######## block 1 ########
==> block_1/pins.png <==
(1 px per um) Pins as bars across the die edge, other pins in grey.
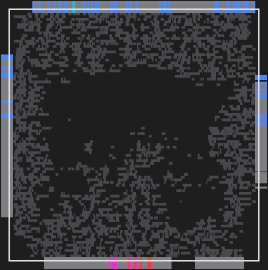
==> block_1/cell_classes.png <==
(1.5 px per um) Fill, decap, tap and diode cells in grey.
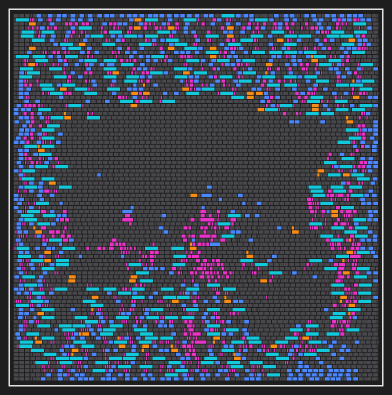
File: config.mk
export PLATFORM = sky130hd
export DESIGN_NAME = id_ex_stage
export DESIGN_NICKNAME = d
export VERILOG_FILES = /design/src/rtl/id_ex_stage.sv
export SDC_FILE = /design/constraint.sdc
export NUM_CORES = 1
export LEC_CHECK = 0
export CORE_AREA = 2 2 246 248
export CTS_BUF_LIST = sky130_fd_sc_hd__clkbuf_8
export DETAILED_ROUTE_END_ITERATION = 8
export DIE_AREA = 0 0 248 250
export PLACE_DENSITY_LB_ADDON = 0.25
export SYNTH_ARGS = -nofsm -noshare
export SYNTH_HDL_FRONTEND = slang
export SYNTH_SLANG_ARGS = --single-unit
File: constraint.sdc
create_clock -name clk -period 7.9 [get_ports clk]
set_clock_uncertainty 0.05 [all_clocks]
set_input_delay 2.37 -clock clk [delete_from_list [all_inputs] [get_ports clk]]
set_output_delay 2.37 -clock clk [all_outputs]
set_load 0.02 [all_outputs]
File: src/rtl/id_ex_stage.sv
// id_ex_stage: decode/issue stage for the 64-bit pipelined core.
// Decodes the IF/ID instruction, drives register-file read addresses,
// bypasses a same-cycle writeback, detects load-use hazards and loads the
// ID/EX pipeline register under a valid/ready handshake with stall and flush.
module id_ex_stage #(
  parameter int XLEN  = 64,
  parameter int CNT_W = 32
) (
  input  logic             clk,
  input  logic             rst_n,
  input  logic             flush,
  input  logic             id_valid,
  output logic             id_ready,
  input  logic [XLEN-1:0]  id_pc,
  input  logic [31:0]      id_instr,
  output logic [4:0]       rf_rs1_addr,
  input  logic [XLEN-1:0]  rf_rs1_data,
  output logic [4:0]       rf_rs2_addr,
  input  logic [XLEN-1:0]  rf_rs2_data,
  input  logic             wb_wr_en,
  input  logic [4:0]       wb_rd,
  input  logic [XLEN-1:0]  wb_data,
  input  logic             ex_ready,
  output logic             ex_valid,
  output logic [XLEN-1:0]  ex_pc,
  output logic [XLEN-1:0]  ex_rs1_val,
  output logic [XLEN-1:0]  ex_rs2_val,
  output logic [XLEN-1:0]  ex_imm,
  output logic [4:0]       ex_rs1,
  output logic [4:0]       ex_rs2,
  output logic [4:0]       ex_rd,
  output logic [6:0]       ex_opcode,
  output logic [2:0]       ex_funct3,
  output logic             ex_funct7b5,
  output logic             ex_is_load,
  output logic [CNT_W-1:0] bubble_cnt
);

  localparam logic [6:0] OP_LOAD   = 7'b0000011;
  localparam logic [6:0] OP_IMM    = 7'b0010011;
  localparam logic [6:0] OP_AUIPC  = 7'b0010111;
  localparam logic [6:0] OP_IMM32  = 7'b0011011;
  localparam logic [6:0] OP_STORE  = 7'b0100011;
  localparam logic [6:0] OP_OP     = 7'b0110011;
  localparam logic [6:0] OP_LUI    = 7'b0110111;
  localparam logic [6:0] OP_OP32   = 7'b0111011;
  localparam logic [6:0] OP_BRANCH = 7'b1100011;
  localparam logic [6:0] OP_JALR   = 7'b1100111;
  localparam logic [6:0] OP_JAL    = 7'b1101111;

  logic [6:0]      opcode;
  logic            rs1_used;
  logic            rs2_used;
  logic [XLEN-1:0] imm;
  logic [XLEN-1:0] rs1_val;
  logic [XLEN-1:0] rs2_val;
  logic            advance;
  logic            hazard;

  assign opcode = id_instr[6:0];

  // Source-use and immediate decode by opcode; unknown opcodes give a zero immediate
  always_comb begin
    rs1_used = 1'b1;
    rs2_used = 1'b0;
    imm      = '0;
    case (opcode)
      OP_LUI, OP_AUIPC: begin
        rs1_used = 1'b0;
        imm      = {{(XLEN-32){id_instr[31]}}, id_instr[31:12], 12'b0};
      end
      OP_JAL: begin
        rs1_used = 1'b0;
        imm      = {{(XLEN-21){id_instr[31]}}, id_instr[31], id_instr[19:12],
                    id_instr[20], id_instr[30:21], 1'b0};
      end
      OP_LOAD, OP_IMM, OP_IMM32, OP_JALR: begin
        imm = {{(XLEN-12){id_instr[31]}}, id_instr[31:20]};
      end
      OP_STORE: begin
        rs2_used = 1'b1;
        imm      = {{(XLEN-12){id_instr[31]}}, id_instr[31:25], id_instr[11:7]};
      end
      OP_BRANCH: begin
        rs2_used = 1'b1;
        imm      = {{(XLEN-13){id_instr[31]}}, id_instr[31], id_instr[7],
                    id_instr[30:25], id_instr[11:8], 1'b0};
      end
      OP_OP, OP_OP32: begin
        rs2_used = 1'b1;
      end
      default: begin
      end
    endcase
  end

  // Unused sources collapse to x0 so they can never match a hazard or bypass
  assign rf_rs1_addr = rs1_used ? id_instr[19:15] : 5'd0;
  assign rf_rs2_addr = rs2_used ? id_instr[24:20] : 5'd0;

  // Operand select: x0 is hardwired zero, a same-cycle writeback beats the regfile
  always_comb begin
    rs1_val = rf_rs1_data;
    rs2_val = rf_rs2_data;
    if (rf_rs1_addr == 5'd0) begin
      rs1_val = '0;
    end else if (wb_wr_en && (wb_rd == rf_rs1_addr)) begin
      rs1_val = wb_data;
    end
    if (rf_rs2_addr == 5'd0) begin
      rs2_val = '0;
    end else if (wb_wr_en && (wb_rd == rf_rs2_addr)) begin
      rs2_val = wb_data;
    end
  end

  assign advance = !ex_valid || ex_ready;

  assign hazard = id_valid && ex_valid && ex_is_load && (ex_rd != 5'd0) &&
                  ((ex_rd == rf_rs1_addr) || (ex_rd == rf_rs2_addr));

  assign id_ready = rst_n && (flush || (advance && !hazard));

  // ID/EX register: flush, hold (with writeback snoop), bubble, or capture
  always_ff @(posedge clk or negedge rst_n) begin
    if (!rst_n) begin
      ex_valid    <= 1'b0;
      ex_pc       <= '0;
      ex_rs1_val  <= '0;
      ex_rs2_val  <= '0;
      ex_imm      <= '0;
      ex_rs1      <= '0;
      ex_rs2      <= '0;
      ex_rd       <= '0;
      ex_opcode   <= '0;
      ex_funct3   <= '0;
      ex_funct7b5 <= 1'b0;
      ex_is_load  <= 1'b0;
      bubble_cnt  <= '0;
    end else if (flush) begin
      ex_valid <= 1'b0;
    end else if (!advance) begin
      if (wb_wr_en && (wb_rd != 5'd0) && (wb_rd == ex_rs1)) begin
        ex_rs1_val <= wb_data;
      end
      if (wb_wr_en && (wb_rd != 5'd0) && (wb_rd == ex_rs2)) begin
        ex_rs2_val <= wb_data;
      end
    end else if (hazard) begin
      ex_valid <= 1'b0;
      if (bubble_cnt != {CNT_W{1'b1}}) begin
        bubble_cnt <= bubble_cnt + CNT_W'(1);
      end
    end else if (id_valid) begin
      ex_valid    <= 1'b1;
      ex_pc       <= id_pc;
      ex_rs1_val  <= rs1_val;
      ex_rs2_val  <= rs2_val;
      ex_imm      <= imm;
      ex_rs1      <= rf_rs1_addr;
      ex_rs2      <= rf_rs2_addr;
      ex_rd       <= id_instr[11:7];
      ex_opcode   <= opcode;
      ex_funct3   <= id_instr[14:12];
      ex_funct7b5 <= id_instr[30];
      ex_is_load  <= (opcode == OP_LOAD);
    end else begin
      ex_valid <= 1'b0;
    end
  end

endmodule

==> qor.txt <==
Run status - complete, no violations
Post-synth area hogs - dfrtp_1 (54%), nand2_1 (10%), a22oi_1 (7.4%)
CP Cell Sequence - clkdlybuf4s50_1 > mux2i_4 > nand3_2 > a221oi_2 > nand4_2 > nand2_1 > nor2_1 > o21a_1 > buf_4
Netlist cell types - 58
Crit-path leading delay family - buffers and inverters
IO buf count - 625
CP Class - in -> out
Number of global-route vias before repair - 12.6k
Setup WS post-layout - 0.635 ns
ANT nets after route - 0
Crit path from - id_instr[4]
Drt pass-1 iters - 6
Clk. pwr - 1.42 mW
Comb pwr - 1.20 mW
Crit path largest cell delay - 0.66 ns
Hold Path Origin - ex_imm[9]
DP Cell Count - 2699
FA/HA/MAJ Cells, Area Fraction - 0.0959%
WP buf/inv - 2
Cell-internal power - 2.97 mW
GR peak layer - met2
## Picture notes: block_1/pins.png
Key: magenta = ex_opcode [pins 7, direction output, edge bottom]; blue = ex_rs1_val [pins 64, direction output, edge 41 top, 12 right, 11 left]; red = ex_rd [pins 5, direction output, edge bottom]; cyan = rst_n [pins 1, direction input, edge top]
All pins by edge: 241 top, 189 bottom, 119 left, 77 right.

## Picture notes: block_1/cell_classes.png
Key: magenta = all other logic [cells 985, share of their area 27%]; blue = other buffers and delay cells [cells 648, share of their area 33%]; cyan = flops [cells 284, share of their area 36%]; orange = clock drivers and dummy loads [cells 94, share of their area 5.3%]
core footprint: 0.0596 sq mm
num rows: 90
post-route cell area: 0.0209 sq mm
flop share of the area: 34.0%
Finished Core Util: 35.0%

-- registers in the layout, summed over array words and instances (netlist names) --
name         cells
ex_pc           64
ex_funct3        3
ex_funct7b5      1
ex_rs1_val      64
ex_rs2_val      64
bubble_cnt      32
ex_rs1           5
ex_rs2           5
ex_valid         1
ex_imm          32
ex_is_load       1
ex_opcode        7
ex_rd            5
-- layout make-up --
cell class                      instances  area, sq um
Fill cell                            6152        38700
Sequential cell                       284         7110
Timing Repair Buffer                  648         6470
Multi-Input combinational cell        972         5230
Tap cell                              782          978
Clock buffer                           68          936
Clock inverter                         26          109
Inverter                               13         48.8
Antenna cell                            2         5.00

######## block 2 ########
## src/rtl/pipeline_hazard_ctrl.sv

```systemverilog
// Stall/flush sequencer for the 5-stage pipeline: load-use stalls, taken-branch squash,
// data-memory freeze, post-reset start-up window and saturating event counters.
module pipeline_hazard_ctrl #(
  parameter int unsigned STARTUP_CYC = 3,
  parameter int unsigned CNT_W       = 16
) (
  input  logic             clk,
  input  logic             initPC,
  input  logic [4:0]       rs_1,
  input  logic [4:0]       rt_1,
  input  logic             uses_rt_1,
  input  logic             MemRead_2,
  input  logic [4:0]       rt_2,
  input  logic             Branch_3,
  input  logic             zero_3,
  input  logic             dmem_req_3,
  input  logic             dmem_ready,
  output logic             PCwrite,
  output logic             IFIDwrite,
  output logic             PCsrc,
  output logic             bubble_2,
  output logic             flush_1,
  output logic             flush_3,
  output logic             freeze,
  output logic [CNT_W-1:0] stall_cnt,
  output logic [CNT_W-1:0] flush_cnt
);

  typedef enum logic [1:0] {START, RUN, MEMWAIT} state_t;

  localparam logic [3:0] START_LOAD = 4'(STARTUP_CYC - 1);

  state_t     state;
  logic [3:0] start_cnt;

  logic mem_wait, taken, load_use;
  logic waiting, evaluate, do_flush, do_lu;

  assign mem_wait = dmem_req_3 & ~dmem_ready;
  assign taken    = Branch_3 & zero_3;
  assign load_use = MemRead_2 & (rt_2 != '0) &
                    ((rt_2 == rs_1) | (uses_rt_1 & (rt_2 == rt_1)));

  // In MEMWAIT the release cycle is a normal RUN evaluation with mem_wait masked.
  assign waiting  = ((state == RUN) & mem_wait) | ((state == MEMWAIT) & ~dmem_ready);
  assign evaluate = ((state == RUN) & ~mem_wait) | ((state == MEMWAIT) & dmem_ready);
  assign do_flush = evaluate & taken;
  assign do_lu    = evaluate & ~taken & load_use;

  always_comb begin
    PCwrite   = 1'b0;
    IFIDwrite = 1'b0;
    PCsrc     = 1'b0;
    bubble_2  = 1'b0;
    flush_1   = 1'b0;
    flush_3   = 1'b0;
    freeze    = 1'b0;
    if (state == START) begin
      bubble_2 = 1'b1;
      flush_1  = 1'b1;
      flush_3  = 1'b1;
    end else if (waiting) begin
      freeze = 1'b1;
    end else if (do_flush) begin
      PCsrc     = 1'b1;
      PCwrite   = 1'b1;
      IFIDwrite = 1'b1;
      flush_1   = 1'b1;
      bubble_2  = 1'b1;
      flush_3   = 1'b1;
    end else if (do_lu) begin
      bubble_2 = 1'b1;
    end else begin
      PCwrite   = 1'b1;
      IFIDwrite = 1'b1;
    end
  end

  always_ff @(posedge clk or negedge initPC) begin
    if (!initPC) begin
      state     <= START;
      start_cnt <= START_LOAD;
      stall_cnt <= '0;
      flush_cnt <= '0;
    end else begin
      case (state)
        START: begin
          if (start_cnt == '0) state <= RUN;
          else start_cnt <= start_cnt - 1'b1;
        end
        RUN:     if (mem_wait) state <= MEMWAIT;
        MEMWAIT: if (dmem_ready) state <= RUN;
        default: state <= START;
      endcase
      if ((waiting | do_lu) && (stall_cnt != '1)) stall_cnt <= stall_cnt + 1'b1;
      if (do_flush && (flush_cnt != '1)) flush_cnt <= flush_cnt + 1'b1;
    end
  end

endmodule

```

## config.mk

```make
export PLATFORM = sky130hd
export DESIGN_NAME = pipeline_hazard_ctrl
export DESIGN_NICKNAME = d
export VERILOG_FILES = /design/src/rtl/pipeline_hazard_ctrl.sv
export SDC_FILE = /design/constraint.sdc
export NUM_CORES = 1
export LEC_CHECK = 0
export ABC_AREA = 1
export CAP_MARGIN = 20
export CORE_MARGIN = 1.5
export CORE_UTILIZATION = 50
export CTS_BUF_LIST = sky130_fd_sc_hd__clkbuf_16
export DETAILED_ROUTE_END_ITERATION = 8
export DONT_BUFFER_PORTS = 1
export MAX_ROUTING_LAYER = met4
export PLACE_DENSITY_LB_ADDON = 0.3
export SETUP_SLACK_MARGIN = 0.05
export SLEW_MARGIN = 20
export SYNTH_ARGS = -nofsm -noshare
export SYNTH_HDL_FRONTEND = slang
export SYNTH_SLANG_ARGS = --single-unit
export TNS_END_PERCENT = 1
```

## constraint.sdc

```tcl
create_clock -name clk -period 2.72 [get_ports clk]
set_input_delay 0.408 -clock clk [delete_from_list [all_inputs] [get_ports clk]]
set_output_delay 0.408 -clock clk [all_outputs]
set_load 0.03 [all_outputs]
```

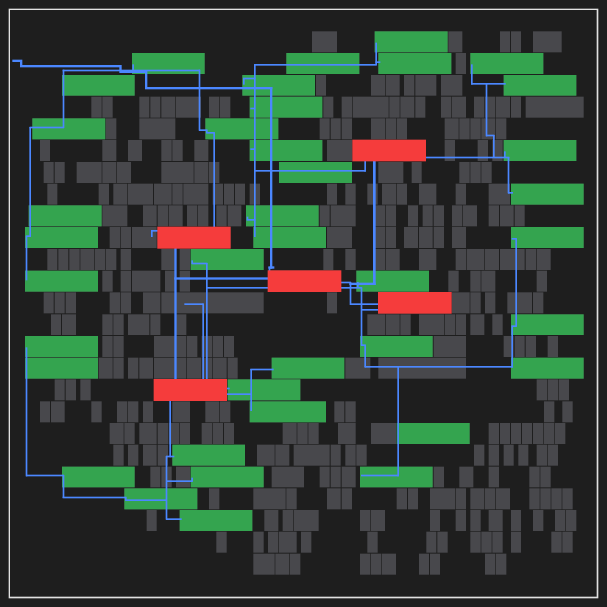
(block_2/clock_map.png)
(8 px per um)
Key: green = flip-flops [count 38]; red = cells driving clock nets [count 5]; blue = clock wires [length 518 um]
Position of the flops: all over the die.

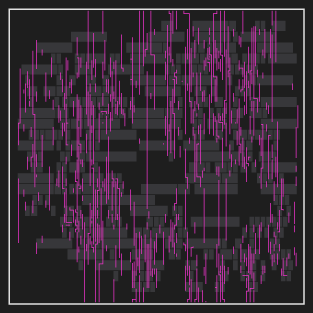
(block_2/met2.png)
(4 px per um) Cells faint in the background.
286 nets have wire on it. The wires run mostly vertical. The layer carries 2320 um of wire. The layer holds 49% of the routed length.
total number of vias: 2118
met2 Use GR: 33.1%
DRT Wirelength: 4770 um

==> qor.txt <==
Run status - complete, no violations
All-Layer GR Usage - 19.9%
CP Class - reg -> out
Endpoints failing hold - 0
Pre-CTS setup slack - 0.684 ns
Flip-flops - 38
OpenROAD warnings - 26
CP Cell Sequence - inv_1 > nor3_1 > a31oi_1 > nand2_4 > a21oi_1 > buf_4
Setup WS post-layout - 0.414 ns
Bufs on Longest Clock Path - 2
Finished Core Util - 57.4%
GR peak layer - met2
Hold EP - state[0]
Tcrit/Tclk final - 84.8%
Commonest Layout Cell - nand2_1
Asr flop ratio synth - 100%
Syn_nets - 385
Complex Gates by Area - 2.83%
FF-to-FF setup slack - 0.83 ns
Layout Cells excl Fill - 431
Most numerous logic cells after layout - nand2_1 (133), inv_1 (53), nand3_1 (40), dfrtp_1 (37), nor2_1 (27)
Comb pwr - 0.488 mW
DP Cell Count - 421
Hold depth - 2
Chip area - 0.00538 sq mm
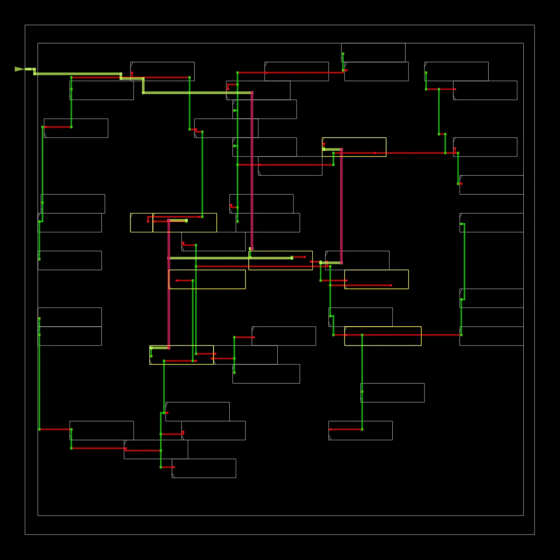
(block_2/final_clocks.png)
CLK BUF: 5
TritonCTS buffer count: 5

==> how the worst max path moves through the flow <==
| stage | from | endpoint | slack (ns) | cells past startpoint |
|---|---|---|---|---|
| after floorplan | state[1] | PCwrite | 0.36 | 7 |
| after global placement | state[1] | IFIDwrite | 0.76 | 6 |
| after detailed placement | state[1] | IFIDwrite | 0.68 | 6 |
| after CTS | state[1] | IFIDwrite | 0.38 | 6 |
| after global routing | state[1] | IFIDwrite | 0.25 | 6 |
| final | state[1] | IFIDwrite | 0.41 | 6 |
==> sequential cells by signal, summed over array words and instances, names as in the netlist <==
signal     count
flush_cnt     16
stall_cnt     16
start_cnt      4
state          2

######## block 3 ########
==> block_3/final_clocks.png <==
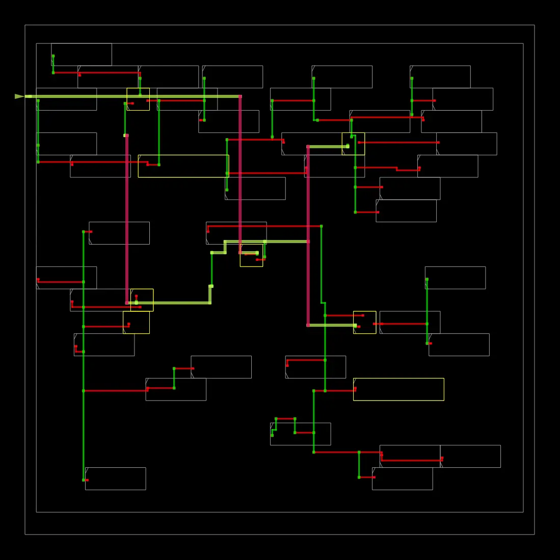
### src/rtl/enc_period_ctrl.sv
// Encoder period measurement controller: times the gap between filtered encoder edges.
// Optional macro ENC_PERIOD_AVG_EN publishes a 4-capture moving average instead of raw captures.
module enc_period_ctrl #(
   parameter int CW = 16
) (
   input  logic          clk,
   input  logic          rst,
   input  logic          enc_pos,
   input  logic          start,
   input  logic          stop,
   input  logic [CW-1:0] timeout_lim,
   input  logic          period_ack,
   output logic [CW-1:0] period,
   output logic          period_valid,
   output logic          overrun,
   output logic          stalled,
   output logic          busy
);

   typedef enum logic [1:0] {
      IDLE  = 2'd0,
      SYNC  = 2'd1,
      COUNT = 2'd2
   } state_t;

   localparam logic [CW-1:0] CNT_ZERO = {CW{1'b0}};
   localparam logic [CW-1:0] CNT_ONE  = {{(CW-1){1'b0}}, 1'b1};
   localparam logic [CW-1:0] CNT_MAX  = {CW{1'b1}};

   state_t        state_r;
   state_t        state_s;
   logic [CW-1:0] counter_r;
   logic          capture_s;
   logic          timeout_s;
   logic          arm_s;
   logic          busy_s;
   logic          publish_s;
   logic [CW-1:0] publish_val_s;

   // Qualified events; stop masks everything else in the same cycle.
   always_comb begin
      capture_s = (state_r == COUNT) && enc_pos && !stop;
      timeout_s = (state_r == COUNT) && !enc_pos && !stop &&
                  (timeout_lim != CNT_ZERO) && (counter_r == timeout_lim);
      arm_s     = (state_r == IDLE) && start && !stop;
   end

   // State register.
   always_ff @(posedge clk) begin
      if (rst) begin
         state_r <= IDLE;
      end else begin
         state_r <= state_s;
      end
   end

   // Next-state logic.
   always_comb begin
      state_s = state_r;
      if (stop) begin
         state_s = IDLE;
      end else begin
         case (state_r)
            IDLE:    if (start)     state_s = SYNC;  else state_s = IDLE;
            SYNC:    if (enc_pos)   state_s = COUNT; else state_s = SYNC;
            COUNT:   if (timeout_s) state_s = SYNC;  else state_s = COUNT;
            default: state_s = IDLE;
         endcase
      end
   end

   // FSM outputs, registered below together with the status flags.
   always_comb begin
      busy_s = (state_s != IDLE);
   end

   // Period counter: restarts at 1 after each edge so edge-to-edge gap equals count.
   always_ff @(posedge clk) begin
      if (rst) begin
         counter_r <= CNT_ZERO;
      end else if (stop) begin
         counter_r <= CNT_ZERO;
      end else begin
         case (state_r)
            SYNC: begin
               if (enc_pos) counter_r <= CNT_ONE;
               else         counter_r <= CNT_ZERO;
            end
            COUNT: begin
               if (capture_s)                counter_r <= CNT_ONE;
               else if (timeout_s)           counter_r <= CNT_ZERO;
               else if (counter_r != CNT_MAX) counter_r <= counter_r + CNT_ONE;
               else                          counter_r <= counter_r;
            end
            default: counter_r <= CNT_ZERO;
         endcase
      end
   end

`ifdef ENC_PERIOD_AVG_EN
   logic [CW-1:0] hist0_r;
   logic [CW-1:0] hist1_r;
   logic [CW-1:0] hist2_r;
   logic [1:0]    hist_cnt_r;
   logic [CW+1:0] sum_s;

   // Publish only once three earlier captures plus the current one are available.
   always_comb begin
      sum_s = {2'b00, counter_r} + {2'b00, hist0_r} + {2'b00, hist1_r} + {2'b00, hist2_r};
      publish_s     = capture_s && (hist_cnt_r == 2'd3);
      publish_val_s = sum_s[CW+1:2];
   end

   // Capture history; any exit from COUNT discards it.
   always_ff @(posedge clk) begin
      if (rst) begin
         hist0_r    <= CNT_ZERO;
         hist1_r    <= CNT_ZERO;
         hist2_r    <= CNT_ZERO;
         hist_cnt_r <= 2'd0;
      end else if (state_r != COUNT) begin
         hist0_r    <= CNT_ZERO;
         hist1_r    <= CNT_ZERO;
         hist2_r    <= CNT_ZERO;
         hist_cnt_r <= 2'd0;
      end else if (capture_s) begin
         hist2_r <= hist1_r;
         hist1_r <= hist0_r;
         hist0_r <= counter_r;
         if (hist_cnt_r != 2'd3) hist_cnt_r <= hist_cnt_r + 2'd1;
         else                    hist_cnt_r <= hist_cnt_r;
      end else begin
         hist_cnt_r <= hist_cnt_r;
      end
   end
`else
   // Raw mode: every capture is published directly.
   always_comb begin
      publish_s     = capture_s;
      publish_val_s = counter_r;
   end
`endif

   // Output register and status flags.
   always_ff @(posedge clk) begin
      if (rst) begin
         period       <= CNT_ZERO;
         period_valid <= 1'b0;
         overrun      <= 1'b0;
         stalled      <= 1'b0;
         busy         <= 1'b0;
      end else begin
         busy <= busy_s;
         if (publish_s) begin
            period       <= publish_val_s;
            period_valid <= 1'b1;
            if (period_valid && !period_ack) overrun <= 1'b1;
            else                             overrun <= overrun;
         end else begin
            if (period_ack) period_valid <= 1'b0;
            else            period_valid <= period_valid;
            if (arm_s) overrun <= 1'b0;
            else       overrun <= overrun;
         end
         if (stop || capture_s) stalled <= 1'b0;
         else if (timeout_s)    stalled <= 1'b1;
         else                   stalled <= stalled;
      end
   end

endmodule
### config.mk
export PLATFORM = sky130hd
export DESIGN_NAME = enc_period_ctrl
export DESIGN_NICKNAME = d
export VERILOG_FILES = /design/src/rtl/enc_period_ctrl.sv
export SDC_FILE = /design/constraint.sdc
export NUM_CORES = 1
export LEC_CHECK = 0
export CORE_UTILIZATION = 55
export CTS_BUF_LIST = sky130_fd_sc_hd__clkbuf_4 sky130_fd_sc_hd__clkbuf_8
export DETAILED_ROUTE_END_ITERATION = 10
export HOLD_SLACK_MARGIN = 0.08
export PLACE_DENSITY = 0.89
export SLEW_MARGIN = 20
export SYNTH_ARGS = -nofsm -noshare
export SYNTH_HDL_FRONTEND = slang
export SYNTH_SLANG_ARGS = --single-unit
### constraint.sdc
create_clock -name clk -period 4 [get_ports clk]
set_clock_uncertainty 0.2 [all_clocks]
set_input_delay 0.6 -clock clk [delete_from_list [all_inputs] [get_ports clk]]
set_output_delay 0.6 -clock clk [all_outputs]
set_load 0.01 [all_outputs]
==> qor.txt <==
Complex Gates by Area - 14.4%
Area leader, netlist - dfxtp_1
Pre-Place Util - 58.6%
Combinational share of cell area - 45.3%
P_leak - 0.824 nW
Logic pwr share - 7.1%
M1 GR Usage - 32.7%
Flop share of the area - 30.3%
And+or+nand+nor area frac - 30.7%
Post-DP Area - 0.00240 sq mm
R2R Path Start - state_r[0]
IO buf count - 41
Critical Path Fanout Max - 17
Initial antenna violation count - 0
End of the critical path - counter_r[6]
Syn_nets - 270
Worst path slowest cell - or4_1
Hold EP - period[9]
Cell depth of the worst setup path - 9
EDFF count, synth - 0
Drt pass-1 iters - 4
Non-CTS buffers - 45
Hold depth - 2
DRT iter0 DRCs - 97
Worst-margin pin slew - 0.683 ns
Run status - complete, no violations
Ys flops - 38
CTS tree - done
I/O pin count - 42
RSZ-0062 raised after global routing - false
Notes on block_3/final_clocks.png above:
CLK BUF: 5
Clock Sinks: 38
Clk. pwr: 0.335 mW

-- stage by stage --
step	power, mW	worst slack (ns)	std cells	hold WS (ns)
floorplan	0.411	1.43	243	0.273
global placement	0.442	0.771	319	0.243
detailed placement	0.442	0.747	319	0.250
CTS	0.769	1.07	327	0.267
global route	0.793	0.879	327	0.283
finish	0.770	1.05	327	0.264
-- registers in the layout, indices dropped and copies added (netlist names) --
register      count
counter_r        16
busy              1
period           16
overrun           1
state_r           2
period_valid      1
stalled           1
-- kinds of logic after synthesis --
group,count (synthesis)
compound gates,47
buf+inv,17
simple gates,116
flops,38
xor+xnor,18
fa+ha+maj,5
mux,2

No activity file was given, so power comes from the tool's default toggle rates.
